######## regfile_wb_arbiter ########
### src/rtl/regfile_wb_arbiter.sv
// Round-robin arbiter sharing the register-file write port between two
// writeback requesters, with a pending-destination scoreboard for decode.
// Optional forwarding from the write stage: define REGFILE_BYPASS_EN.
module regfile_wb_arbiter #(
   parameter int XLEN = 32,
   parameter int NREG = 32
) (
   input  logic            i_clk,
   input  logic            i_rst,
   input  logic            i_a_valid,
   input  logic [4:0]      i_a_rd,
   input  logic [XLEN-1:0] i_a_data,
   output logic            o_a_ready,
   input  logic            i_b_valid,
   input  logic [4:0]      i_b_rd,
   input  logic [XLEN-1:0] i_b_data,
   output logic            o_b_ready,
   output logic [4:0]      o_waddr,
   output logic [XLEN-1:0] o_wdata,
   output logic            o_write,
   input  logic            i_issue,
   input  logic [4:0]      i_issue_rd,
   input  logic [4:0]      i_rs1,
   input  logic [4:0]      i_rs2,
   output logic            o_stall,
   output logic            o_fwd1_valid,
   output logic            o_fwd2_valid,
   output logic [XLEN-1:0] o_fwd_data
);

   typedef enum logic {
      GNT_A = 1'b0,
      GNT_B = 1'b1
   } gnt_e;

   gnt_e            last_q;
   logic            wr_q;
   logic [4:0]      waddr_q;
   logic [XLEN-1:0] wdata_q;
   logic [NREG-1:0] pend_q;
   logic [NREG-1:0] pend_d;

   logic            grant_a;
   logic            grant_b;
   logic [4:0]      sel_rd;
   logic [XLEN-1:0] sel_data;
   logic            fwd1;
   logic            fwd2;

   // Readies are masked during reset so requesters keep presenting across it.
   always_comb begin
      grant_a = !i_rst && i_a_valid && (!i_b_valid || (last_q == GNT_B));
      grant_b = !i_rst && i_b_valid && !grant_a;
      sel_rd   = grant_a ? i_a_rd   : i_b_rd;
      sel_data = grant_a ? i_a_data : i_b_data;
   end

   assign o_a_ready = grant_a;
   assign o_b_ready = grant_b;

   // Clear from the committing write first, so a same-edge reservation wins.
   always_comb begin
      pend_d = pend_q;
      if (wr_q) begin
         pend_d[waddr_q] = 1'b0;
      end
      if (i_issue && (i_issue_rd != '0)) begin
         pend_d[i_issue_rd] = 1'b1;
      end
      pend_d[0] = 1'b0;
   end

   always_ff @(posedge i_clk) begin
      if (i_rst) begin
         last_q  <= GNT_B;
         wr_q    <= 1'b0;
         waddr_q <= '0;
         wdata_q <= '0;
         pend_q  <= '0;
      end else begin
         pend_q <= pend_d;
         wr_q   <= (grant_a || grant_b) && (sel_rd != '0);
         if (grant_a) begin
            last_q <= GNT_A;
         end else if (grant_b) begin
            last_q <= GNT_B;
         end
         if ((grant_a || grant_b) && (sel_rd != '0)) begin
            waddr_q <= sel_rd;
            wdata_q <= sel_data;
         end
      end
   end

   assign o_write = wr_q;
   assign o_waddr = waddr_q;
   assign o_wdata = wdata_q;

`ifdef REGFILE_BYPASS_EN
   assign fwd1       = wr_q && (waddr_q != '0) && (waddr_q == i_rs1);
   assign fwd2       = wr_q && (waddr_q != '0) && (waddr_q == i_rs2);
   assign o_fwd_data = wdata_q;
`else
   assign fwd1       = 1'b0;
   assign fwd2       = 1'b0;
   assign o_fwd_data = '0;
`endif

   assign o_fwd1_valid = fwd1;
   assign o_fwd2_valid = fwd2;
   assign o_stall = ((i_rs1 != '0) && pend_q[i_rs1] && !fwd1) ||
                    ((i_rs2 != '0) && pend_q[i_rs2] && !fwd2);

endmodule

### config.mk
export PLATFORM = sky130hd
export DESIGN_NAME = regfile_wb_arbiter
export DESIGN_NICKNAME = d
export VERILOG_FILES = /design/src/rtl/regfile_wb_arbiter.sv
export SDC_FILE = /design/constraint.sdc
export NUM_CORES = 1
export LEC_CHECK = 0
export CAP_MARGIN = 10
export CELL_PAD_IN_SITES_DETAIL_PLACEMENT = 1
export CELL_PAD_IN_SITES_GLOBAL_PLACEMENT = 2
export CORE_MARGIN = 3
export CORE_UTILIZATION = 22
export CTS_BUF_LIST = sky130_fd_sc_hd__clkbuf_4
export DETAILED_ROUTE_END_ITERATION = 8
export HOLD_SLACK_MARGIN = 0.02
export PLACE_DENSITY_LB_ADDON = 0.08
export SKIP_LAST_GASP = 1
export SLEW_MARGIN = 25
export SYNTH_ARGS = -nofsm -noshare
export SYNTH_HDL_FRONTEND = slang
export SYNTH_SLANG_ARGS = --single-unit
### constraint.sdc
create_clock -name i_clk -period 2.3 [get_ports i_clk]
set_input_delay 0.46 -clock i_clk [delete_from_list [all_inputs] [get_ports i_clk]]
set_output_delay 0.46 -clock i_clk [all_outputs]
set_load 0.01 [all_outputs]
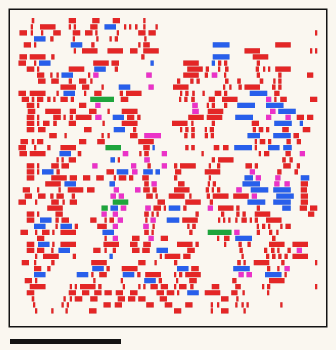
Fig. 1. Drive-strength map (regfile_wb_arbiter).
The bar under the picture is 50 um long.
Key: x3 and x4 = magenta [cells 49]; x6 and larger = green [cells 5]; x2 = blue [cells 65]; x1 and smaller = red [cells 510]
final worst-path setup slack: -99.5 ps
Area Growth Syn to Fin: 45.0%
final instance area: 5910 um^2
nonclk buf count: 173

==> impl_metrics.json <==
{
  "status": "finished, violations left",
  "violations": "setup timing",
  "clock_area_frac": 0.0277,
  "power.total_uw": 3080,
  "power_frac_seq": 0.432,
  "n_sequential_cell": 70,
  "gp_congestion": 0.811,
  "dpl_worst_slack_ps": -808,
  "logic_area_um2": 2390,
  "drtPass1Iterations": 4,
  "worst_pin_slew_ps": 560,
  "skew_ps": 23.1,
  "final_nets": 718,
  "critPathLaunchType": "primary input",
  "layout_top_cells": "clkdlybuf4s50_1, nand2_1, a21oi_1",
  "coreArea_um2": 18100,
  "setup_viol_count_final": 1,
  "syn-mean-instance-area_um2": 8.61,
  "fp.dieW_um": 142,
  "fp_util": 0.226,
  "maxPowerGroup": "sequential cells",
  "fin_ws_ps": -99.5,
  "relSlewSlack": 0.627
}
-- critical path: stages --
cell	delay, ps
clkdlybuf4s15_1	260
buf_4	150
buf_4	140
mux2_2	340
a21oi_1	160
o211ai_1	100
nand3_1	100
nand4_1	90
buf_2	150
-- state kept, by name, indices dropped and copies added, names as in the netlist --
signal,flops
o_waddr,5
last_q,1
pend_q,31
o_write,1
o_wdata,32
-- kinds of logic after synthesis --
logic type | after synthesis | synth area share
buffers and inverters | 74 | 0.108
other | 1 | 0.000919
AND-OR/OR-AND | 149 | 0.271
multiplexers | 23 | 0.100
AND/OR/NAND/NOR | 157 | 0.177
flip-flops | 70 | 0.343
-- worst paths after layout --
check | slack, ps | end | startpoint | cells after the start
max reg2reg | 300 | o_wdata[7] | last_q | 8
min reg2reg | 510 | pend_q[15] | pend_q[15] | 2
min | 510 | pend_q[15] | pend_q[15] | 2
max | -100 | o_stall | i_rs2[0] | 9
-- per-layer routing --
layer  part of all wire  GRT usage  routed length [um]  up-vias
met5                  0          0                   0        -
met4              0.011     0.0379                 180        0
met3              0.084     0.0662                1370        9
met2               0.49      0.280                8100      114
met1               0.41      0.191                6730     2017
li1                   -          -                   -     1956

######## pendigits_feature_loader ########
Fig. 2: pendigits_feature_loader, routed metal, one color a layer
The bar under the picture is 50 um long.
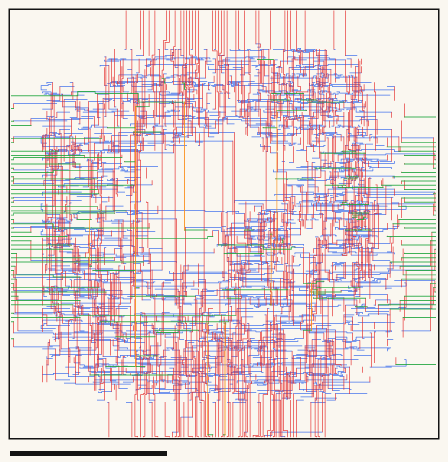
Fig. 3: pendigits_feature_loader, M3 wires
The bar under the picture is 50 um long.
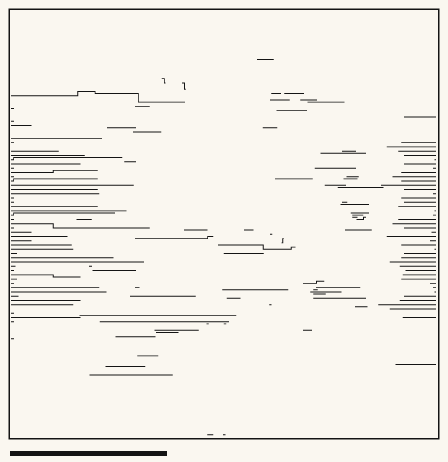
**src/rtl/pendigits_pkg.sv**
```systemverilog
// Shared constants and state encoding for the pendigits feature loader.
package pendigits_pkg;

    localparam int NUM_FEATURES = 16;
    localparam int FEAT_W       = 8;
    localparam int CNT_W        = 16;
    localparam int IDX_W        = $clog2(NUM_FEATURES);

    typedef enum logic [1:0] {
        FILL   = 2'd0,
        HOLD   = 2'd1,
        RESYNC = 2'd2
    } state_t;

endpackage

```
**src/rtl/pendigits_wrap_counter.sv**
```systemverilog
// Free-running statistics counter: increments on enable, wraps silently at 2^W.
module pendigits_wrap_counter #(
    parameter int W = pendigits_pkg::CNT_W
) (
    input  logic         clk,
    input  logic         rst_n,
    input  logic         i_en,
    output logic [W-1:0] o_count
);

    logic [W-1:0] r_count;

    // NOTE: clocked state uses non-blocking assignment so every flop samples pre-edge values.
    always_ff @(posedge clk or negedge rst_n) begin
        if (!rst_n) begin
            r_count <= '0;
        end else if (i_en) begin
            r_count <= r_count + W'(1);
        end
    end

    assign o_count = r_count;

endmodule

```
**src/rtl/pendigits_feature_loader.sv**
```systemverilog
// Assembles 16 framed feature words into one held vector for the decision tree,
// with framing checks and delivered/dropped sample statistics.
module pendigits_feature_loader #(
    parameter int NUM_FEATURES = pendigits_pkg::NUM_FEATURES,
    parameter int FEAT_W       = pendigits_pkg::FEAT_W,
    parameter int CNT_W        = pendigits_pkg::CNT_W
) (
    input  logic                           clk,
    input  logic                           rst_n,
    input  logic                           in_valid,
    output logic                           in_ready,
    input  logic [FEAT_W-1:0]              in_data,
    input  logic                           in_last,
    output logic                           out_valid,
    input  logic                           out_ready,
    output logic [NUM_FEATURES*FEAT_W-1:0] out_features,
    output logic                           frame_err,
    output logic [CNT_W-1:0]               sample_count,
    output logic [CNT_W-1:0]               drop_count
);

    import pendigits_pkg::*;

    localparam int                IDX_W    = $clog2(NUM_FEATURES);
    localparam logic [IDX_W-1:0]  LAST_IDX = IDX_W'(NUM_FEATURES - 1);

    state_t                              r_state;
    state_t                              w_state_nxt;
    logic [IDX_W-1:0]                    r_idx;
    logic [NUM_FEATURES-1:0][FEAT_W-1:0] r_slots;
    logic                                r_frame_err;
    logic                                w_fill_fire;
    logic                                w_at_last;
    logic                                w_short;
    logic                                w_long;
    logic                                w_complete;
    logic                                w_store;
    logic                                w_out_fire;

    // Ready/valid depend on state only, so no combinational path crosses the block.
    assign in_ready   = (r_state != HOLD);
    assign out_valid  = (r_state == HOLD);

    assign w_fill_fire = (r_state == FILL) && in_valid;
    assign w_at_last   = (r_idx == LAST_IDX);
    assign w_complete  = w_fill_fire && in_last && w_at_last;
    assign w_short     = w_fill_fire && in_last && !w_at_last;
    assign w_long      = w_fill_fire && !in_last && w_at_last;
    assign w_store     = w_fill_fire && (in_last == w_at_last);
    assign w_out_fire  = (r_state == HOLD) && out_ready;

    always_ff @(posedge clk or negedge rst_n) begin
        if (!rst_n) begin
            r_state <= FILL;
        end else begin
            r_state <= w_state_nxt;
        end
    end

    // NOTE: the default at the top of the block keeps every path assigned, so no latch is inferred.
    always_comb begin
        w_state_nxt = r_state;
        case (r_state)
            FILL:    if (w_complete) w_state_nxt = HOLD;
                     else if (w_long) w_state_nxt = RESYNC;
            RESYNC:  if (in_valid && in_last) w_state_nxt = FILL;
            HOLD:    if (out_ready) w_state_nxt = FILL;
            default: w_state_nxt = FILL;
        endcase
    end

    // Any framing outcome (complete, short or long) restarts the slot index.
    always_ff @(posedge clk or negedge rst_n) begin
        if (!rst_n) begin
            r_idx       <= '0;
            r_frame_err <= 1'b0;
        end else begin
            r_frame_err <= w_short || w_long;
            if (w_fill_fire) begin
                r_idx <= (in_last || w_at_last) ? '0 : r_idx + IDX_W'(1);
            end
        end
    end

    // NOTE: the slot array is reset because it drives out_features, which must read zero after reset.
    always_ff @(posedge clk or negedge rst_n) begin
        if (!rst_n) begin
            r_slots <= '0;
        end else if (w_store) begin
            r_slots[r_idx] <= in_data;
        end
    end

    assign out_features = r_slots;
    assign frame_err    = r_frame_err;

    pendigits_wrap_counter #(.W(CNT_W)) u_sample_cnt (
        .clk     (clk),
        .rst_n   (rst_n),
        .i_en    (w_out_fire),
        .o_count (sample_count)
    );

    pendigits_wrap_counter #(.W(CNT_W)) u_drop_cnt (
        .clk     (clk),
        .rst_n   (rst_n),
        .i_en    (w_short || w_long),
        .o_count (drop_count)
    );

endmodule
```
**config.mk**
```make
export PLATFORM = sky130hd
export DESIGN_NAME = pendigits_feature_loader
export DESIGN_NICKNAME = d
export VERILOG_FILES = /design/src/rtl/pendigits_pkg.sv /design/src/rtl/pendigits_wrap_counter.sv /design/src/rtl/pendigits_feature_loader.sv
export SDC_FILE = /design/constraint.sdc
export NUM_CORES = 1
export LEC_CHECK = 0
export ABC_AREA = 1
export CORE_MARGIN = 10
export CORE_UTILIZATION = 52
export CTS_BUF_LIST = sky130_fd_sc_hd__clkbuf_8
export DETAILED_ROUTE_END_ITERATION = 6
export GPL_ROUTABILITY_DRIVEN = 0
export MAX_ROUTING_LAYER = met4
export PLACE_DENSITY = 0.94
export SYNTH_ARGS = -nofsm -noshare
export SYNTH_HDL_FRONTEND = slang
export SYNTH_SLANG_ARGS = --single-unit
```
**constraint.sdc**
```tcl
create_clock -name clk -period 3.7 [get_ports clk]
set_clock_uncertainty 0.1 [all_clocks]
set_input_delay 0.37 -clock clk [delete_from_list [all_inputs] [get_ports clk]]
set_output_delay 0.37 -clock clk [all_outputs]
set_load 0.02 [all_outputs]
```
==> impl_metrics.json <==
{
  "status": "finished clean",
  "grt_max_degree": 88,
  "power.total_uw": 5710,
  "top_cell": "nand2_1",
  "synth.distinct_cells": 29,
  "overflow": 0,
  "drc_errors": 0,
  "n_antenna_cell": 0,
  "grt_setup_unrepaired": "no",
  "grt_use_met2": 0.350,
  "synthArstFlopShare": 1.00,
  "port_buffers": 175,
  "cpPeakStageDelay_ps": 760,
  "cts_sinks": 167,
  "crit_path_end": "out_features[115]",
  "worstPathCellList": "ha_1, inv_1, nor2_1, inv_2, ha_1, inv_1, nand2_2, nor3_2, o21ai_0",
  "cp.required_ps": 3890,
  "syn_inst": 761,
  "reg2reg_depth": 9,
  "syn-mean-instance-area_um2": 9.27,
  "min_to": "out_features[17]",
  "internal_power_uw": 3700,
  "ys_top_cells_by_area": "dfrtp_1, nand2_1, nor2_1",
  "r2r_slack_ps": 820,
  "synth_top_area_share": 0.592,
  "worstSetupPathType": "flop to flop",
  "yosys-stat-cells": 761,
  "cts.path.max_buffers": 2,
  "crit_family": "simple AND/OR/NAND/NOR gates"
}
About Fig. 2:
Key: M1 = blue [wire length 7840 um]; M3 = green [wire length 1730 um]; M2 = red [wire length 9580 um]; M4 = orange [wire length 294 um]

About Fig. 3:
The layer carries 1730 um of wire. 134 nets have wire on it. The wires run mostly horizontal. The layer holds 8.9% of the routed length. The longest straight run is 49.7 um.
GRT met3 Usage: 0.0697
routed via count: 5804
final WL: 19.4 mm

cell usage in the layout (no fill, tap or decap), types with 18 or more instances in the layout:
cell and instances:
nor2_1 98, nand2_1 182, clkbuf_8 18, inv_1 68, o21ai_0 49, o21ai_1 22
a21oi_1 56, clkdlybuf4s50_1 174, dfrtp_1 167
area by class of cell:
cell class	instances	area, um^2
tap	176	220
clock inverter	14	138
sequential	167	4180
multi-input combinational	499	2440
timing repair buffer	177	1780
inverter	68	255
clock buffer	18	248
fill	959	3980
logic make-up (layout without fill, tap and decap cells):
logic type / after synthesis / in the layout / share of synthesized area
AND/OR/NAND/NOR: 328 / 328 / 0.198
adder cells (fa/ha/maj): 7 / 7 / 0.0124
buffers and inverters: 95 / 277 / 0.0617
AND-OR/OR-AND: 147 / 147 / 0.114
XOR/XNOR: 17 / 17 / 0.0211
flip-flops: 167 / 167 / 0.592
power by group through the flow:
stage | sequential, uW | clock [uW] | combinational (uW)
floorplan | 2960 | 0 | 461
global placement | 2490 | 0 | 1920
detailed placement | 2520 | 0 | 1970
CTS | 2490 | 1280 | 1980
global route | 2540 | 1360 | 2100
finish | 2490 | 1270 | 1960

######## scan_ctrl2 ########
Fig. 4: scan_ctrl2, routed metal, one color a layer
The bar under the picture is 20 um long.
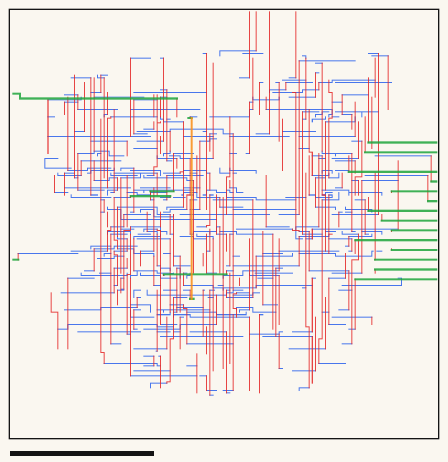
Fig. 5: scan_ctrl2, M3 wires
The bar under the picture is 20 um long.
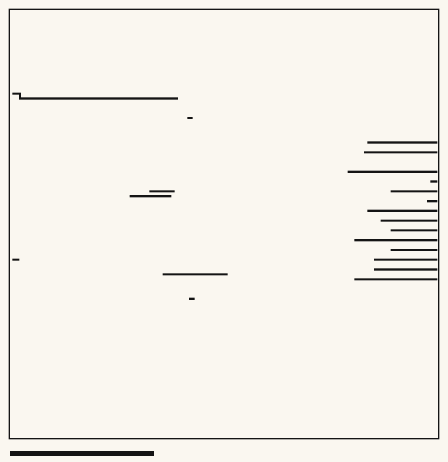
`config.mk`:
```
export PLATFORM = sky130hd
export DESIGN_NAME = scan_ctrl2
export DESIGN_NICKNAME = d
export VERILOG_FILES = /design/src/rtl/scan_ctrl2.sv
export SDC_FILE = /design/constraint.sdc
export NUM_CORES = 1
export LEC_CHECK = 0
export CORE_MARGIN = 5
export CORE_UTILIZATION = 57
export DETAILED_ROUTE_END_ITERATION = 16
export PLACE_DENSITY = 0.88
export SLEW_MARGIN = 20
export SYNTH_ARGS = -nofsm -noshare
export SYNTH_HDL_FRONTEND = slang
export SYNTH_SLANG_ARGS = --single-unit
```
`constraint.sdc`:
```
create_clock -name clk -period 3.4 [get_ports clk]
set_input_delay 0.51 -clock clk [delete_from_list [all_inputs] [get_ports clk]]
set_output_delay 0.51 -clock clk [all_outputs]
set_load 0.1 [all_outputs]
```
`src/rtl/scan_ctrl2.sv`:
```
// scan_ctrl2 - two-digit time-multiplexed 7-segment scan controller.
//
// Cycles BLANK0 -> SHOW0 -> BLANK1 -> SHOW1 forever. Each show state lasts
// DIV clocks and each blank (dead-time) state lasts BLANK clocks. Both digit
// values are snapshotted once per frame so a digit never changes mid-frame.
//
// Parameters:
//   DIV        dwell length of each digit in clk cycles (>= 1)
//   BLANK      dead-time length before each digit in clk cycles (>= 1)
// Ports:
//   clk        system clock, rising edge
//   rst        asynchronous active-high reset
//   EN         display enable, active high (registered before use)
//   in0, in1   ones / tens digit values (BCD)
//   lz_blank   1 = suppress the tens digit when its snapshot is 0
//   sel        shared digit-mux select (0 = ones, 1 = tens)
//   out        value presented to the segment decoder (4'b1110 = "E" when disabled)
//   an         active-low digit enables, an[0] = ones, an[1] = tens
//   frame_tick one-cycle pulse on the last cycle of each frame

`timescale 1ns/1ps

module scan_ctrl2 #(
  parameter int DIV   = 50000,
  parameter int BLANK = 2
) (
  input  logic       clk,
  input  logic       rst,
  input  logic       EN,
  input  logic [3:0] in0,
  input  logic [3:0] in1,
  input  logic       lz_blank,
  output logic       sel,
  output logic [3:0] out,
  output logic [1:0] an,
  output logic       frame_tick
);

  localparam int MAXL = (DIV > BLANK) ? DIV : BLANK;
  localparam int CW   = (MAXL > 1) ? $clog2(MAXL) : 1;
  localparam logic [CW-1:0] SHOW_LAST  = CW'(DIV - 1);
  localparam logic [CW-1:0] BLANK_LAST = CW'(BLANK - 1);
  localparam logic [3:0]    ERR_CODE   = 4'b1110;

  typedef enum logic [1:0] {
    S_BLANK0 = 2'd0,
    S_SHOW0  = 2'd1,
    S_BLANK1 = 2'd2,
    S_SHOW1  = 2'd3
  } state_t;

  state_t        state;
  logic [CW-1:0] cnt;
  logic [CW-1:0] last;
  logic          at_end;
  logic [3:0]    snap0;
  logic [3:0]    snap1;
  logic          en_q;
  logic          lz_q;

  // Terminal count for the current state: show states dwell DIV cycles,
  // blank states dwell BLANK cycles.
  always_comb begin
    last = BLANK_LAST;
    if (state == S_SHOW0 || state == S_SHOW1)
      last = SHOW_LAST;
  end

  assign at_end = (cnt == last);

  // Scan FSM, dwell counter, per-frame snapshot and input registers.
  // lz_blank is registered alongside EN so every output is decoded purely
  // from flops and no input reaches an output combinationally.
  always_ff @(posedge clk or posedge rst) begin
    if (rst) begin
      state <= S_BLANK0;
      cnt   <= '0;
      snap0 <= 4'd0;
      snap1 <= 4'd0;
      en_q  <= 1'b0;
      lz_q  <= 1'b0;
    end else begin
      en_q <= EN;
      lz_q <= lz_blank;

      // Snapshot on the first cycle of the frame; visible from cycle 1.
      if (state == S_BLANK0 && cnt == '0) begin
        snap0 <= in0;
        snap1 <= in1;
      end

      if (at_end) begin
        cnt <= '0;
        case (state)
          S_BLANK0: state <= S_SHOW0;
          S_SHOW0:  state <= S_BLANK1;
          S_BLANK1: state <= S_SHOW1;
          default:  state <= S_BLANK0;
        endcase
      end else begin
        cnt <= cnt + CW'(1);
      end
    end
  end

  // Output decode from registered state only. sel flips on entry to a
  // blank state so out settles during the dead time before an turns on.
  always_comb begin
    sel        = 1'b0;
    an         = 2'b11;
    frame_tick = 1'b0;
    case (state)
      S_BLANK0: begin
        sel = 1'b0;
        an  = 2'b11;
      end
      S_SHOW0: begin
        sel = 1'b0;
        an  = 2'b10;
      end
      S_BLANK1: begin
        sel = 1'b1;
        an  = 2'b11;
      end
      default: begin
        sel        = 1'b1;
        an         = (en_q && lz_q && snap1 == 4'd0) ? 2'b11 : 2'b01;
        frame_tick = (cnt == SHOW_LAST);
      end
    endcase
    out = en_q ? (sel ? snap1 : snap0) : ERR_CODE;
  end

endmodule
```
==> impl_metrics.json <==
{
  "routedWlPerCell_um": 15.1,
  "status": "finished clean",
  "setup_viol_count_final": 0,
  "fa_ha_area_frac": 0.0536,
  "placed_cells": 178,
  "worst_pin_slew_ps": 947,
  "drtPass1Iterations": 4,
  "antenna_found_initial": 0,
  "placed_cell_area_um2": 1610,
  "synth.distinct_cells": 30,
  "ys_ff": 28,
  "wl_mm": 2.75,
  "cp_num_buf_inv": 1,
  "hp-start": "snap0[0]",
  "final_nets": 171,
  "rr_startpoint": "cnt[8]",
  "cts_made_buffers": 3,
  "synth.cellmix.xorXnorShare": 0.0812,
  "std_cell_rows": 18,
  "crit_cells": 4,
  "htree_levels": 1,
  "fp_nets": 149,
  "dr_total_vias": 1021,
  "power.leakage_uw": 0.000760,
  "fin_crit_sh": 0.724,
  "enable_flop_cells": 0,
  "rr_endpoint": "state[1]",
  "power.total_uw": 547,
  "detail_route.vias_per_cell": 5.61
}
## Picture notes: Fig. 4
Key: M2 = red [wire length 1420 um]; M1 = blue [wire length 1160 um]; M4 = orange [wire length 25.2 um]; M3 = green [wire length 151 um]

## Picture notes: Fig. 5
The longest straight run is 21.8 um. The layer holds 5.5% of the routed length. The layer carries 151 um of wire. 20 nets have wire on it.

[final cells by class]
type | instances | area (um^2) | share of cell area
sequential | 28 | 701 | 0.426
multi-input combinational | 91 | 662 | 0.403
timing repair buffer | 19 | 170 | 0.104
inverter | 10 | 37.5 | 0.0228
tap | 30 | 37.5 | 0.0228
clock buffer | 4 | 36.3 | 0.0221
[routing by layer]
| layer | up-vias | routed length (um) | track usage |
|---|---|---|---|
| li1 | 498 | - | - |
| met1 | 497 | 1160 | 0.203 |
| met2 | 24 | 1420 | 0.324 |
| met3 | 2 | 150 | 0.0261 |
| met4 | 0 | 25 | 0.0475 |
| met5 | - | 0 | 0 |
[power by group through the flow]
| stage | clock (uW) | sequential [uW] | combinational [uW] |
|---|---|---|---|
| 2_1_floorplan | 0 | 348 | 29.5 |
| 3_3_place_gp | 0 | 349 | 47.7 |
| 3_5_place_dp | 0 | 350 | 49.0 |
| 4_1_cts | 159 | 343 | 49.2 |
| 5_1_grt | 170 | 344 | 51.6 |
| 6_report | 156 | 343 | 48.3 |
[cell families after synthesis]
logic type	count (synthesis)
buffers and inverters	12
adders and majority gates	6
xor gates and xnor gates	13
DFF	28
muxes	9
and+or+nand+nor	53
AOI/OAI and AO/OA	10

######## classify_dispatcher ########
<file path="config.mk">
export PLATFORM = sky130hd
export DESIGN_NAME = classify_dispatcher
export DESIGN_NICKNAME = d
export VERILOG_FILES = /design/src/rtl/classify_dispatcher_pkg.sv /design/src/rtl/dispatch_fifo.sv /design/src/rtl/classify_dispatcher.sv
export SDC_FILE = /design/constraint.sdc
export NUM_CORES = 1
export LEC_CHECK = 0
export ABC_AREA = 0
export CORE_MARGIN = 2
export CORE_UTILIZATION = 50
export CTS_CLUSTER_SIZE = 30
export DETAILED_ROUTE_END_ITERATION = 10
export DONT_BUFFER_PORTS = 1
export PLACE_DENSITY = 0.74
export SETUP_SLACK_MARGIN = 0.02
export SYNTH_ARGS = -nofsm -noshare
export SYNTH_HDL_FRONTEND = slang
export SYNTH_SLANG_ARGS = --single-unit
</file>
<file path="constraint.sdc">
create_clock -name clk -period 17.83 [get_ports clk]
set_input_delay 4.4575 -clock clk [delete_from_list [all_inputs] [get_ports clk]]
set_output_delay 4.4575 -clock clk [all_outputs]
set_load 0.03 [all_outputs]
</file>
<file path="src/rtl/classify_dispatcher_pkg.sv">
// Shared types for the classifier ingress path: packet/rule records, dispatcher
// defaults and the dispatcher FSM encoding.
package classify_dispatcher_pkg;

    typedef struct packed {
        logic [31:0] src_ip;
        logic [31:0] dst_ip;
        logic [15:0] dst_port;
        logic [7:0]  proto;
    } packet_s;

    // weight == all-ones is the classifier's "no rule matched" sentinel
    typedef struct packed {
        logic [7:0]  rule_id;
        logic [7:0]  action;
        logic [15:0] weight;
    } rule_s;

    localparam int DISPATCH_FIFO_DEPTH = 8;
    localparam int DISPATCH_SEQ_W      = 16;
    localparam int DISPATCH_TIMEOUT    = 512;

    typedef enum logic [2:0] {
        S_IDLE,
        S_ISSUE,
        S_WAIT_BUSY,
        S_WAIT_DONE,
        S_EMIT
    } dispatch_state_e;

endpackage

</file>
<file path="src/rtl/dispatch_fifo.sv">
// Synchronous FIFO with occupancy count; DEPTH must be a power of two so the
// pointers wrap naturally.
module dispatch_fifo #(
    parameter int DEPTH = 8,
    parameter int W     = 8
) (
    input  logic                     clk,
    input  logic                     reset,
    input  logic                     push,
    input  logic [W-1:0]             wr_data,
    input  logic                     pop,
    output logic [W-1:0]             rd_data,
    output logic [$clog2(DEPTH):0]   count,
    output logic                     full,
    output logic                     empty
);
    localparam int AW = $clog2(DEPTH);

    logic [W-1:0]  mem [DEPTH];
    logic [AW-1:0] wr_ptr, rd_ptr;
    logic          wr, rd;

    assign full    = (count == (AW+1)'(DEPTH));
    assign empty   = (count == '0);
    assign wr      = push && !full;
    assign rd      = pop && !empty;
    assign rd_data = mem[rd_ptr];

    always_ff @(posedge clk) begin
        if (reset) begin
            wr_ptr <= '0;
            rd_ptr <= '0;
            count  <= '0;
        end else begin
            if (wr) wr_ptr <= wr_ptr + 1'b1;
            if (rd) rd_ptr <= rd_ptr + 1'b1;
            case ({wr, rd})
                2'b10:   count <= count + 1'b1;
                2'b01:   count <= count - 1'b1;
                default: count <= count;
            endcase
        end
    end

    always_ff @(posedge clk) begin
        if (wr) mem[wr_ptr] <= wr_data;
    end

endmodule

</file>
<file path="src/rtl/classify_dispatcher.sv">
// Buffers incoming packets, issues them one at a time to the tree classifier
// and returns each matched rule as a tagged result, with a watchdog abort.
module classify_dispatcher
    import classify_dispatcher_pkg::*;
#(
    parameter int FIFO_DEPTH     = DISPATCH_FIFO_DEPTH,
    parameter int SEQ_W          = DISPATCH_SEQ_W,
    parameter int TIMEOUT_CYCLES = DISPATCH_TIMEOUT
) (
    input  logic                          clk,
    input  logic                          reset,
    input  logic                          in_valid,
    output logic                          in_ready,
    input  packet_s                       in_packet,
    output logic                          cls_valid,
    output packet_s                       cls_packet,
    input  logic                          cls_ready,
    input  rule_s                         cls_rule,
    output logic                          cls_reset,
    output logic                          out_valid,
    input  logic                          out_ready,
    output logic [SEQ_W-1:0]              out_seq,
    output rule_s                         out_rule,
    output logic                          out_hit,
    output logic                          out_timeout,
    output logic [$clog2(FIFO_DEPTH):0]   fifo_count
);
    localparam int WDW = $clog2(TIMEOUT_CYCLES + 1);

    typedef struct packed {
        logic [SEQ_W-1:0] seq;
        packet_s          pkt;
    } entry_t;

    dispatch_state_e  state, state_nxt;
    entry_t           wr_entry, head;
    logic             full, empty, push, pop;
    logic [SEQ_W-1:0] wr_tag, cur_tag;
    logic [WDW-1:0]   wd_cnt;
    logic             waiting, wd_fire, done;

    assign in_ready = !reset && !full;
    assign push     = in_valid && in_ready;
    assign pop      = (state == S_ISSUE);
    assign wr_entry = '{seq: wr_tag, pkt: in_packet};

    dispatch_fifo #(
        .DEPTH(FIFO_DEPTH),
        .W    ($bits(entry_t))
    ) u_fifo (
        .clk    (clk),
        .reset  (reset),
        .push   (push),
        .wr_data(wr_entry),
        .pop    (pop),
        .rd_data(head),
        .count  (fifo_count),
        .full   (full),
        .empty  (empty)
    );

    // wd_cnt holds cycles since issue, so the abort lands TIMEOUT_CYCLES after cls_valid
    assign waiting = (state == S_WAIT_BUSY) || (state == S_WAIT_DONE);
    assign wd_fire = waiting && (wd_cnt == WDW'(TIMEOUT_CYCLES - 1));
    assign done    = (state == S_WAIT_DONE) && cls_ready;

    always_ff @(posedge clk) begin
        if (reset) state <= S_IDLE;
        else       state <= state_nxt;
    end

    always_comb begin
        state_nxt = state;
        case (state)
            S_IDLE:      if (!empty && cls_ready) state_nxt = S_ISSUE;
            S_ISSUE:     state_nxt = S_WAIT_BUSY;
            S_WAIT_BUSY: begin
                if (wd_fire)         state_nxt = S_EMIT;
                else if (!cls_ready) state_nxt = S_WAIT_DONE;
            end
            S_WAIT_DONE: if (cls_ready || wd_fire) state_nxt = S_EMIT;
            S_EMIT:      if (out_ready) state_nxt = S_IDLE;
            default:     state_nxt = S_IDLE;
        endcase
    end

    always_ff @(posedge clk) begin
        if (reset) begin
            cls_valid   <= 1'b0;
            cls_packet  <= '0;
            cls_reset   <= 1'b0;
            out_valid   <= 1'b0;
            out_seq     <= '0;
            out_rule    <= '0;
            out_hit     <= 1'b0;
            out_timeout <= 1'b0;
            wr_tag      <= '0;
            cur_tag     <= '0;
            wd_cnt      <= '0;
        end else begin
            cls_valid <= (state_nxt == S_ISSUE);
            cls_reset <= wd_fire && !done;
            out_valid <= (state_nxt == S_EMIT);
            if (push) wr_tag <= wr_tag + 1'b1;
            if (state_nxt == S_ISSUE) cls_packet <= head.pkt;
            if (state == S_ISSUE) begin
                cur_tag <= head.seq;
                wd_cnt  <= WDW'(1);
            end else if (waiting) begin
                wd_cnt <= wd_cnt + 1'b1;
            end
            // a result arriving on the watchdog's last cycle still wins
            if (done) begin
                out_rule    <= cls_rule;
                out_hit     <= (cls_rule.weight != '1);
                out_timeout <= 1'b0;
                out_seq     <= cur_tag;
            end else if (wd_fire) begin
                out_rule    <= '0;
                out_hit     <= 1'b0;
                out_timeout <= 1'b1;
                out_seq     <= cur_tag;
            end
        end
    end

endmodule

</file>
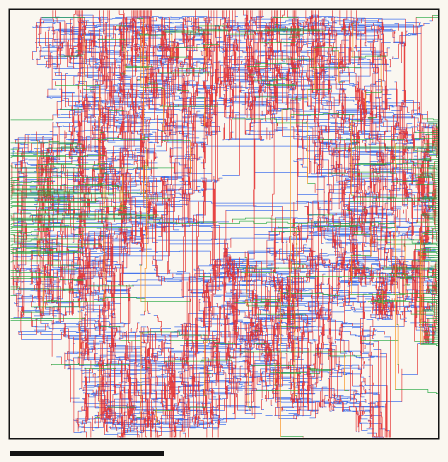
Fig. 6. Routed metal, one color a layer (classify_dispatcher).
The bar under the picture is 100 um long.
Key: M3 = green [wire length 6620 um]; M2 = red [wire length 39.7 mm]; M4 = orange [wire length 1840 um]; M1 = blue [wire length 30.9 mm]

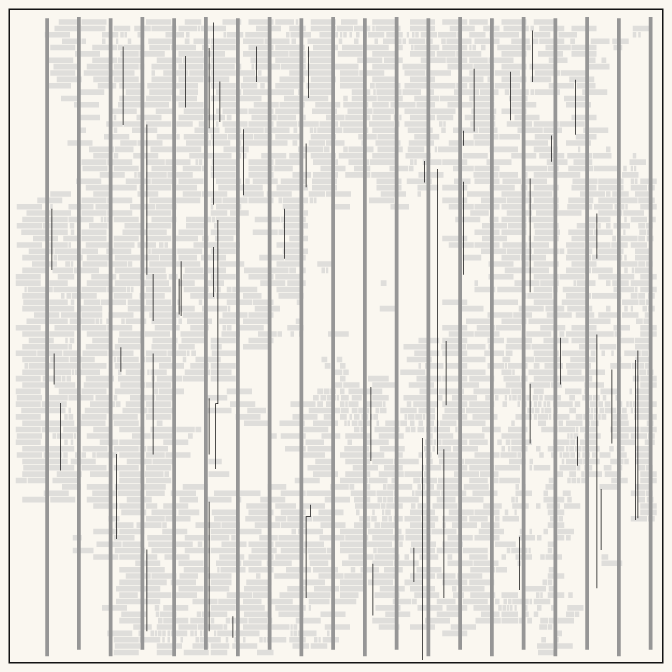
Fig. 7. Metal 4 (classify_dispatcher).
Supply wires on this layer in gray.
The layer holds 2.3% of the routed length. The layer carries 1840 um of wire.
final WL: 79.1 mm
routed via count: 18366

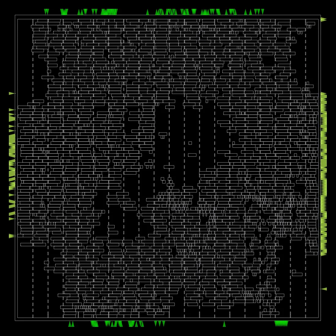
Fig. 8. Placed standard cells (classify_dispatcher).
fill count: 5471
Finished Core Util: 0.566
core area: 74600 um^2
# rows: 100

-- layout make-up --
| class | instances | share of cell area |
|---|---|---|
| antenna | 2 | 0.000119 |
| clock buffer | 145 | 0.0690 |
| clock inverter | 48 | 0.0147 |
| inverter | 9 | 0.000800 |
| multi-input combinational | 792 | 0.195 |
| sequential | 1031 | 0.686 |
| tap | 969 | 0.0287 |
| timing repair buffer | 29 | 0.00575 |
-- per-layer routing --
metal	up-vias	part of all wire	global-route usage
li1	7934	-	-
met1	9638	0.39	0.255
met2	663	0.50	0.350
met3	131	0.084	0.0574
met4	0	0.023	0.0605
met5	-	0	0
-- metrics by stage --
stage | cells | worst slack (ps) | instance area [um^2] | total power, uW | utilization
2_1_floorplan | 1945 | 1960 | 37700 | 2860 | -
3_3_place_gp | 2830 | 8440 | 38700 | 2890 | 0.519
3_5_place_dp | 2830 | 8460 | 38700 | 2890 | 0.519
4_1_cts | 3023 | 8460 | 42200 | 5100 | 0.566
5_1_grt | 3025 | 8450 | 42200 | 5190 | 0.566
6_report | 3025 | 8470 | 42200 | 5050 | 0.566
==> impl_metrics.json <==
{
  "status": "finished clean",
  "ioPinCount": 271,
  "warnings": 33,
  "fp_util": 0.505,
  "powerClk_uw": 2210,
  "syn-mean-instance-area_um2": 19.4,
  "maxCapViolations": 0,
  "fp_nets": 2078,
  "top_cell": "edfxtp_1",
  "p_per_area_nw_per_um2": 120,
  "cpPeakStageDelay_ps": 440,
  "synthSimpleGateAreaFrac": 0.0494,
  "internal_power_uw": 4010,
  "syn2layout_area_growth_pct": 12.0,
  "whs_path_depth": 2,
  "hpwl_mm": 41.4,
  "cp_num_buf_inv": 0,
  "synthArstFlopShare": 0,
  "clock.fmax_mhz": 107,
  "worst-path-max-fanout": 175,
  "grt_max_degree": 176,
  "lay_top_count": "edfxtp_1",
  "cts_made_buffers": 102,
  "grt_pass1_wl_mm": 119,
  "hp-start": "cur_tag[11]"
}

######## toll_lane_arbiter ########
Fig. 9: toll_lane_arbiter, drive-strength map
The bar under the picture is 20 um long.
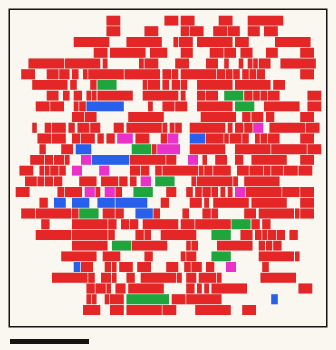
[src/rtl/toll_lane_arbiter.sv]
// Round-robin owner of the shared hipass card reader: grants one lane at a time, runs the
// start/valid handshake with timeout, then times each lane's gate or raises its alarm.
module toll_lane_arbiter #(
    parameter int N_LANES   = 4,
    parameter int TIMEOUT   = 16,
    parameter int GATE_HOLD = 8
) (
    input  logic               clk,
    input  logic               rst,
    input  logic [N_LANES-1:0] car,
    input  logic               rd_valid,
    input  logic [3:0]         rd_id,
    output logic [N_LANES-1:0] grant,
    output logic               rd_start,
    output logic [N_LANES-1:0] gate_open,
    output logic [N_LANES-1:0] alarm,
    output logic               busy,
    output logic [15:0]        tx_count
);

    localparam int PW = $clog2(N_LANES);
    localparam int TW = $clog2(TIMEOUT);
    localparam int GW = $clog2(GATE_HOLD + 1);

    localparam logic [N_LANES-1:0] LANE0_OH  = N_LANES'(1'b1);
    localparam logic [N_LANES-1:0] NO_LANES  = {N_LANES{1'b0}};
    localparam logic [PW-1:0]      PTR_LAST  = PW'(N_LANES - 1);
    localparam logic [TW-1:0]      TIMER_END = TW'(TIMEOUT - 1);
    localparam logic [TW-1:0]      TIMER_ONE = TW'(1'b1);
    localparam logic [GW-1:0]      HOLD_INIT = GW'(GATE_HOLD);
    localparam logic [GW-1:0]      CNT_ZERO  = {GW{1'b0}};
    localparam logic [GW-1:0]      CNT_ONE   = GW'(1'b1);

    typedef enum logic [1:0] {
        IDLE  = 2'd0,
        START = 2'd1,
        WAIT  = 2'd2
    } state_t;

    state_t             state_r;
    logic [PW-1:0]      ptr_r;
    logic [TW-1:0]      timer_r;
    logic [N_LANES-1:0] grant_r;
    logic               rd_start_r;
    logic               busy_r;
    logic [15:0]        tx_count_r;
    logic [N_LANES-1:0] served_r;
    logic [N_LANES-1:0] alarm_r;
    logic [N_LANES-1:0] gate_open_r;
    logic [GW-1:0]      cnt_r      [N_LANES];
    logic [GW-1:0]      cnt_next_s [N_LANES];

    logic [N_LANES-1:0] req_s;
    logic [PW-1:0]      pick_s;
    logic [N_LANES-1:0] lane_oh_s;
    logic               in_wait_s;
    logic               abort_s;
    logic               accept_s;
    logic               fault_s;

    // First requesting lane after ptr, wrapping; lowest offset wins.
    function automatic logic [PW-1:0] rr_pick(input logic [N_LANES-1:0] req,
                                              input logic [PW-1:0]      ptr);
        logic [PW-1:0]      pick;
        logic [N_LANES-1:0] shifted;
        int                 idx;
        pick = ptr;
        for (int k = N_LANES; k >= 1; k--) begin
            idx     = (int'(ptr) + k) % N_LANES;
            shifted = req >> idx;
            if (shifted[0]) begin
                pick = PW'(idx);
            end
        end
        return pick;
    endfunction

    // Request vector, arbitration pick and WAIT-state outcome decode.
    always_comb begin
        req_s     = car & ~served_r & ~alarm_r;
        pick_s    = rr_pick(req_s, ptr_r);
        lane_oh_s = LANE0_OH << ptr_r;
        in_wait_s = (state_r == WAIT);
        abort_s   = in_wait_s && !car[ptr_r];
        accept_s  = in_wait_s && car[ptr_r] && rd_valid && (rd_id != 4'h0);
        fault_s   = in_wait_s && car[ptr_r] && !accept_s &&
                    ((rd_valid && (rd_id == 4'h0)) || (timer_r == TIMER_END));
    end

    // Next value of each lane's gate hold counter.
    always_comb begin
        for (int i = 0; i < N_LANES; i++) begin
            if (accept_s && lane_oh_s[i]) begin
                cnt_next_s[i] = HOLD_INIT;
            end else if (cnt_r[i] != CNT_ZERO) begin
                cnt_next_s[i] = cnt_r[i] - CNT_ONE;
            end else begin
                cnt_next_s[i] = CNT_ZERO;
            end
        end
    end

    // Gate hold counters and registered gate outputs, independent of the FSM.
    always_ff @(posedge clk or negedge rst) begin
        if (!rst) begin
            for (int i = 0; i < N_LANES; i++) begin
                cnt_r[i] <= CNT_ZERO;
            end
            gate_open_r <= NO_LANES;
        end else begin
            for (int i = 0; i < N_LANES; i++) begin
                cnt_r[i]       <= cnt_next_s[i];
                gate_open_r[i] <= (cnt_next_s[i] != CNT_ZERO);
            end
        end
    end

    // Per-lane served/alarm flags; both drop whenever the lane's car is gone.
    always_ff @(posedge clk or negedge rst) begin
        if (!rst) begin
            served_r <= NO_LANES;
            alarm_r  <= NO_LANES;
        end else begin
            served_r <= (served_r | (lane_oh_s & {N_LANES{accept_s | fault_s}})) & car;
            alarm_r  <= (alarm_r | (lane_oh_s & {N_LANES{fault_s}})) & car;
        end
    end

    // Arbitration and reader handshake FSM with registered grant/start/busy/count.
    always_ff @(posedge clk or negedge rst) begin
        if (!rst) begin
            state_r    <= IDLE;
            ptr_r      <= PTR_LAST;
            timer_r    <= {TW{1'b0}};
            grant_r    <= NO_LANES;
            rd_start_r <= 1'b0;
            busy_r     <= 1'b0;
            tx_count_r <= 16'h0000;
        end else begin
            case (state_r)
                IDLE: begin
                    if (|req_s) begin
                        state_r    <= START;
                        grant_r    <= LANE0_OH << pick_s;
                        ptr_r      <= pick_s;
                        rd_start_r <= 1'b1;
                        busy_r     <= 1'b1;
                    end else begin
                        grant_r    <= NO_LANES;
                        rd_start_r <= 1'b0;
                        busy_r     <= 1'b0;
                    end
                end
                START: begin
                    state_r    <= WAIT;
                    timer_r    <= {TW{1'b0}};
                    rd_start_r <= 1'b0;
                    busy_r     <= 1'b1;
                end
                WAIT: begin
                    rd_start_r <= 1'b0;
                    if (abort_s || accept_s || fault_s) begin
                        state_r <= IDLE;
                        grant_r <= NO_LANES;
                        busy_r  <= 1'b0;
                        if (accept_s) begin
                            tx_count_r <= tx_count_r + 16'd1;
                        end else begin
                            tx_count_r <= tx_count_r;
                        end
                    end else begin
                        timer_r <= timer_r + TIMER_ONE;
                        busy_r  <= 1'b1;
                    end
                end
                default: begin
                    state_r    <= IDLE;
                    grant_r    <= NO_LANES;
                    rd_start_r <= 1'b0;
                    busy_r     <= 1'b0;
                    timer_r    <= {TW{1'b0}};
                end
            endcase
        end
    end

    assign grant     = grant_r;
    assign rd_start  = rd_start_r;
    assign gate_open = gate_open_r;
    assign alarm     = alarm_r;
    assign busy      = busy_r;
    assign tx_count  = tx_count_r;

endmodule

[config.mk]
export PLATFORM = sky130hd
export DESIGN_NAME = toll_lane_arbiter
export DESIGN_NICKNAME = d
export VERILOG_FILES = /design/src/rtl/toll_lane_arbiter.sv
export SDC_FILE = /design/constraint.sdc
export NUM_CORES = 1
export LEC_CHECK = 0
export CORE_UTILIZATION = 47
export DETAILED_ROUTE_END_ITERATION = 8
export GPL_ROUTABILITY_DRIVEN = 0
export PLACE_DENSITY = 0.73
export SLEW_MARGIN = 10
export SYNTH_ARGS = -nofsm -noshare
export SYNTH_HDL_FRONTEND = slang
export SYNTH_SLANG_ARGS = --single-unit
export TNS_END_PERCENT = 10
[constraint.sdc]
create_clock -name clk -period 2.6 [get_ports clk]
set_clock_uncertainty 0.05 [all_clocks]
set_input_delay 0.39 -clock clk [delete_from_list [all_inputs] [get_ports clk]]
set_output_delay 0.39 -clock clk [all_outputs]
set_load 0.02 [all_outputs]
==> impl_metrics.json <==
{
  "status": "finished clean",
  "relSlewSlack": 0.658,
  "whs_ps": 426,
  "lay_top_count": "dfrtp_1",
  "maxPowerGroup": "combinational logic",
  "drtPass1Iterations": 4,
  "internal_power_uw": 2440,
  "die_h_um": 80.2,
  "top_cell": "dfrtp_1",
  "swShare": 0.363,
  "grt_setup_unrepaired": "no",
  "cts_tree": "built",
  "hp-class": "flop to flop",
  "yosys-stat-cells": 270,
  "synthSimpleGateAreaFrac": 0.199,
  "syn_inst": 270,
  "cp.required_ps": 2760,
  "critPathLaunch": "ptr_r[1]",
  "port_buffers": 40,
  "power.total_uw": 3840,
  "post_cts_buffers": 0,
  "final.min_clock_period_ps": 2290,
  "antenna_found_initial": 0,
  "synth_seq_share": 0.506,
  "power_switching_uw": 1390,
  "cts.path.max_buffers": 2
}
## Picture notes: Fig. 9
Key: x1 and smaller = red [cells 299]; x6 and larger = green [cells 12]; x2 = blue [cells 11]; x3 and x4 = magenta [cells 13]
Area Growth Syn to Fin: 26.5%
nonclk buf count: 52
final instance area: 3640 um^2
final worst-path setup slack: 312 ps

==> registers in the layout (all words and copies together), names as in the netlist <==
signal / cells
cnt_r: 16
tx_count: 16
alarm: 4
gate_open: 4
grant: 4
served_r: 4
timer_r: 4
ptr_r: 2
state_r: 2
busy: 1
rd_start: 1
==> timing repair <==
action / in CTS / in global routing
endpoints found under the hold margin: 19 / 0
hold buffers: 1 / 0
endpoints found under the setup margin: 0 / 0
==> cell type report <==
cell class | count | area share
clock buffer | 14 | 0.0447
clock inverter | 2 | 0.00963
sequential | 58 | 0.400
timing repair buffer | 52 | 0.134
tap | 75 | 0.0258
multi-input combinational | 191 | 0.368
inverter | 18 | 0.0186
==> routing by layer <==
layer,vias up,global-route usage,routed length [um]
met4,0,0.0911,108
met5,-,0,0
met3,12,0.0580,190
li1,1099,-,-
met2,49,0.328,2880
met1,1111,0.253,2620
==> critical path: stages, from the launching register on <==
cell and delay (ps):
dfstp_2 670, inv_1 140, ha_1 340, nand2b_1 90
o22ai_1 70, a22o_1 240, a221o_1 340, a22o_1 220

######## cam_2 ########
## config.mk

```make
export PLATFORM = sky130hd
export DESIGN_NAME = cam_2
export DESIGN_NICKNAME = d
export VERILOG_FILES = /design/src/rtl/cam_2.sv
export SDC_FILE = /design/constraint.sdc
export NUM_CORES = 1
export LEC_CHECK = 0
export CAP_MARGIN = 0
export CORE_AREA = 3 3 128 130
export CTS_BUF_LIST = sky130_fd_sc_hd__clkbuf_8 sky130_fd_sc_hd__clkbuf_16
export DETAILED_ROUTE_END_ITERATION = 6
export DIE_AREA = 0 0 131 133
export GPL_TIMING_DRIVEN = 0
export HOLD_SLACK_MARGIN = 0.02
export MAX_ROUTING_LAYER = met4
export PLACE_DENSITY = 0.64
export SYNTH_ARGS = -nofsm -noshare
export SYNTH_HDL_FRONTEND = slang
export SYNTH_SLANG_ARGS = --single-unit
```

## constraint.sdc

```tcl
create_clock -name clk -period 1.9 [get_ports clk]
set_input_delay 0.38 -clock clk [delete_from_list [all_inputs] [get_ports clk]]
set_output_delay 0.38 -clock clk [all_outputs]
set_load 0.02 [all_outputs]
```

## src/rtl/cam_2.sv

```systemverilog
// Small fully-associative CAM: addressed writes, parallel tag lookup with registered data/hit.
// Optional same-cycle write-to-lookup forwarding when CAM2_WRITE_BYPASS_EN is defined.
module cam_2 #(
  parameter int BITS   = 8,
  parameter int TAG_SZ = 8,
  parameter int WORDS  = 8,
  localparam int AW    = $clog2(WORDS)
) (
  input  logic              clk,
  input  logic              rst_,
  input  logic              read,
  input  logic [TAG_SZ-1:0] check_tag,
  output logic [BITS-1:0]   data,
  output logic              found_it,
  input  logic              write_,
  input  logic [AW-1:0]     w_addr,
  input  logic [BITS-1:0]   wdata,
  input  logic [TAG_SZ-1:0] new_tag,
  input  logic              new_valid
);

  logic [TAG_SZ-1:0] tag_mem  [WORDS];
  logic [BITS-1:0]   data_mem [WORDS];
  logic              val_mem  [WORDS];

  logic [WORDS-1:0]  match;
  logic              hit_any;
  logic [BITS-1:0]   hit_data;

  genvar gi;
  generate
    for (gi = 0; gi < WORDS; gi++) begin : g_match
`ifdef CAM2_WRITE_BYPASS_EN
      // The entry being written is replaced by the forwarded write below.
      assign match[gi] = val_mem[gi] && (tag_mem[gi] == check_tag)
                         && !(!write_ && (w_addr == AW'(gi)));
`else
      assign match[gi] = val_mem[gi] && (tag_mem[gi] == check_tag);
`endif
    end
  endgenerate

  // Scan high to low so the lowest matching index is the last assignment.
  always_comb begin
    hit_any  = 1'b0;
    hit_data = '0;
    for (int i = WORDS - 1; i >= 0; i--) begin
      if (match[i]) begin
        hit_any  = 1'b1;
        hit_data = data_mem[i];
      end
    end
`ifdef CAM2_WRITE_BYPASS_EN
    if (!write_ && new_valid && (new_tag == check_tag)) begin
      hit_any  = 1'b1;
      hit_data = wdata;
    end
`endif
  end

  always_ff @(posedge clk or negedge rst_) begin
    if (!rst_) begin
      for (int i = 0; i < WORDS; i++) begin
        tag_mem[i]  <= '0;
        data_mem[i] <= '0;
        val_mem[i]  <= 1'b0;
      end
    end else if (!write_) begin
      tag_mem[w_addr]  <= new_tag;
      data_mem[w_addr] <= wdata;
      val_mem[w_addr]  <= new_valid;
    end
  end

  always_ff @(posedge clk or negedge rst_) begin
    if (!rst_) begin
      data     <= '0;
      found_it <= 1'b0;
    end else if (read) begin
      data     <= hit_data;
      found_it <= hit_any;
    end else begin
      data     <= '0;
      found_it <= 1'b0;
    end
  end

endmodule

```

==> impl_metrics.json <==
{
  "hp-class": "flop to flop",
  "crit_arrival_ps": 2370,
  "grt_setup_unrepaired": "yes",
  "cts_made_buffers": 17,
  "fp_nets": 551,
  "worst-path-max-fanout": 3,
  "synth.cell_area_um2": 6830,
  "clock.fmax_mhz": 495,
  "top_cell": "dfrtp_1",
  "fa_ha_area_frac": 0,
  "hpwl_mm": 10.7,
  "rr_startpoint": "tag_mem[7]",
  "fin_ws_ps": -119,
  "violations": "setup timing",
  "synthMuxAreaShare": 0.221,
  "ys_top_cells_by_area": "dfrtp_1, mux2_2, xnor2_1",
  "status": "finished, violations left",
  "setup_viol_count_final": 1
}
[worst min-delay path by stage]
stage                         to  slack [ps]  cells after the start
finish               data_mem[6]         490                      1
global route         data_mem[6]         510                      1
CTS                  data_mem[6]         490                      1
detailed placement  data_mem[57]         370                      1
global placement     data_mem[6]         470                      1
floorplan                data[0]          80                      0
[final cells by class]
cell class	count	area (um^2)
Sequential cell	145	3630
Tap cell	211	264
Clock inverter	12	78.8
Inverter	2	7.51
Buffer	25	200
Clock buffer	19	453
Timing Repair Buffer	51	503
Fill cell	1290	6890
Multi-Input combinational cell	345	3230
[where the power goes]
group	total (uW)	internal [uW]	leakage, uW	switching (uW)
logic	1480	850	0.00139	631
clock network	3030	1820	0.000288	1210
registers	4130	3740	0.00176	398
[timing repair]
item,CTS,global route
pin swaps,15,18
gates resized,31,28
endpoints found under the hold margin,51,0
hold buffers,1,0
gates cloned,1,0
setup buffers,16,2
endpoints found under the setup margin,94,8
[stage by stage]
step	hold WS (ps)	setup TNS [ps]	cell area, um^2
6_report	485	-119	8370
5_1_grt	508	-475	8370
4_1_cts	488	-89.6	8240
3_5_place_dp	365	-80570	7420
3_3_place_gp	465	-826410	7390
2_1_floorplan	84.4	0	6830
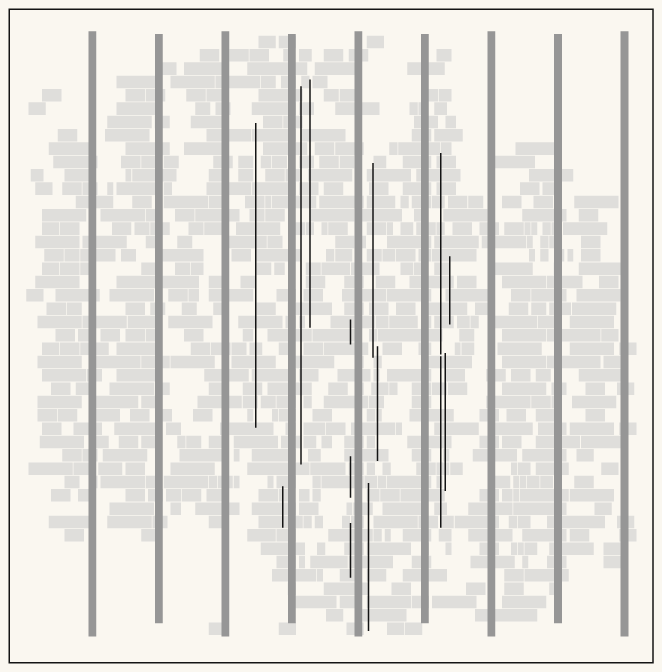
Fig. 10. Metal 4 (cam_2).
Supply wires on this layer in gray.
The wires run mostly vertical. The layer carries 430 um of wire.

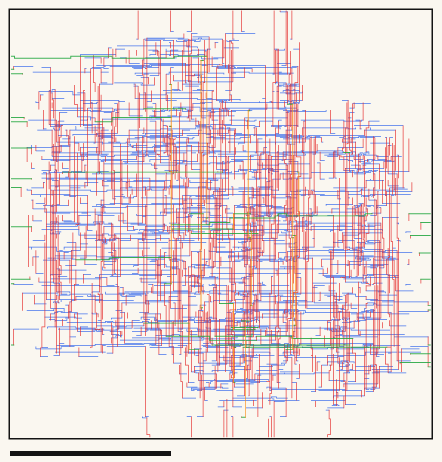
Fig. 11. Routed metal, one color a layer (cam_2).
The bar under the picture is 50 um long.
Key: M2 = red [wire length 7800 um]; M4 = orange [wire length 430 um]; M1 = blue [wire length 7110 um]; M3 = green [wire length 591 um]
WL/cell: 19.7 um
all-layer global routing usage: 0.201



## Gallery

M3 wires.
picture 1
The bar under the picture is 50 um long.
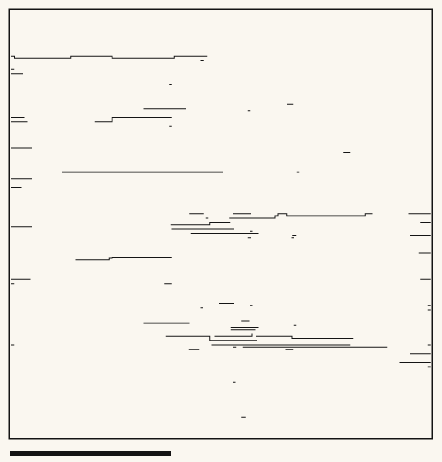
picture 2
The bar under the picture is 100 um long.
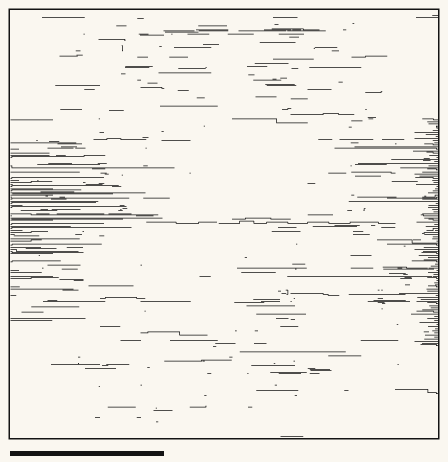
picture 3
The bar under the picture is 20 um long.
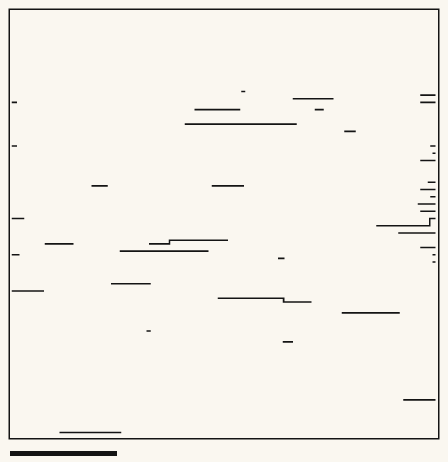
picture 4
The bar under the picture is 50 um long.
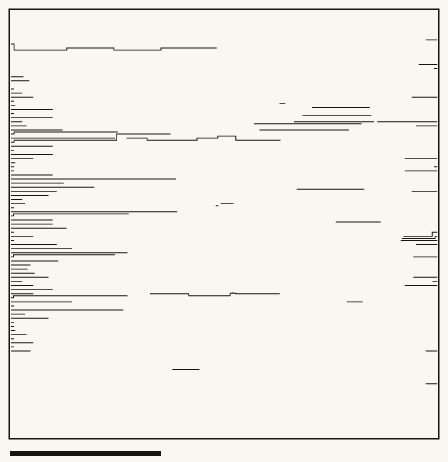
- regfile_wb_arbiter = picture 4
- cam_2 = picture 1
- toll_lane_arbiter = picture 3
- classify_dispatcher = picture 2
- largest die: picture 2

Key to picture 4:
The layer carries 1370 um of wire. The longest straight run is 55.0 um. The wires run mostly horizontal.

Power is estimated from default activity; no workload was simulated.
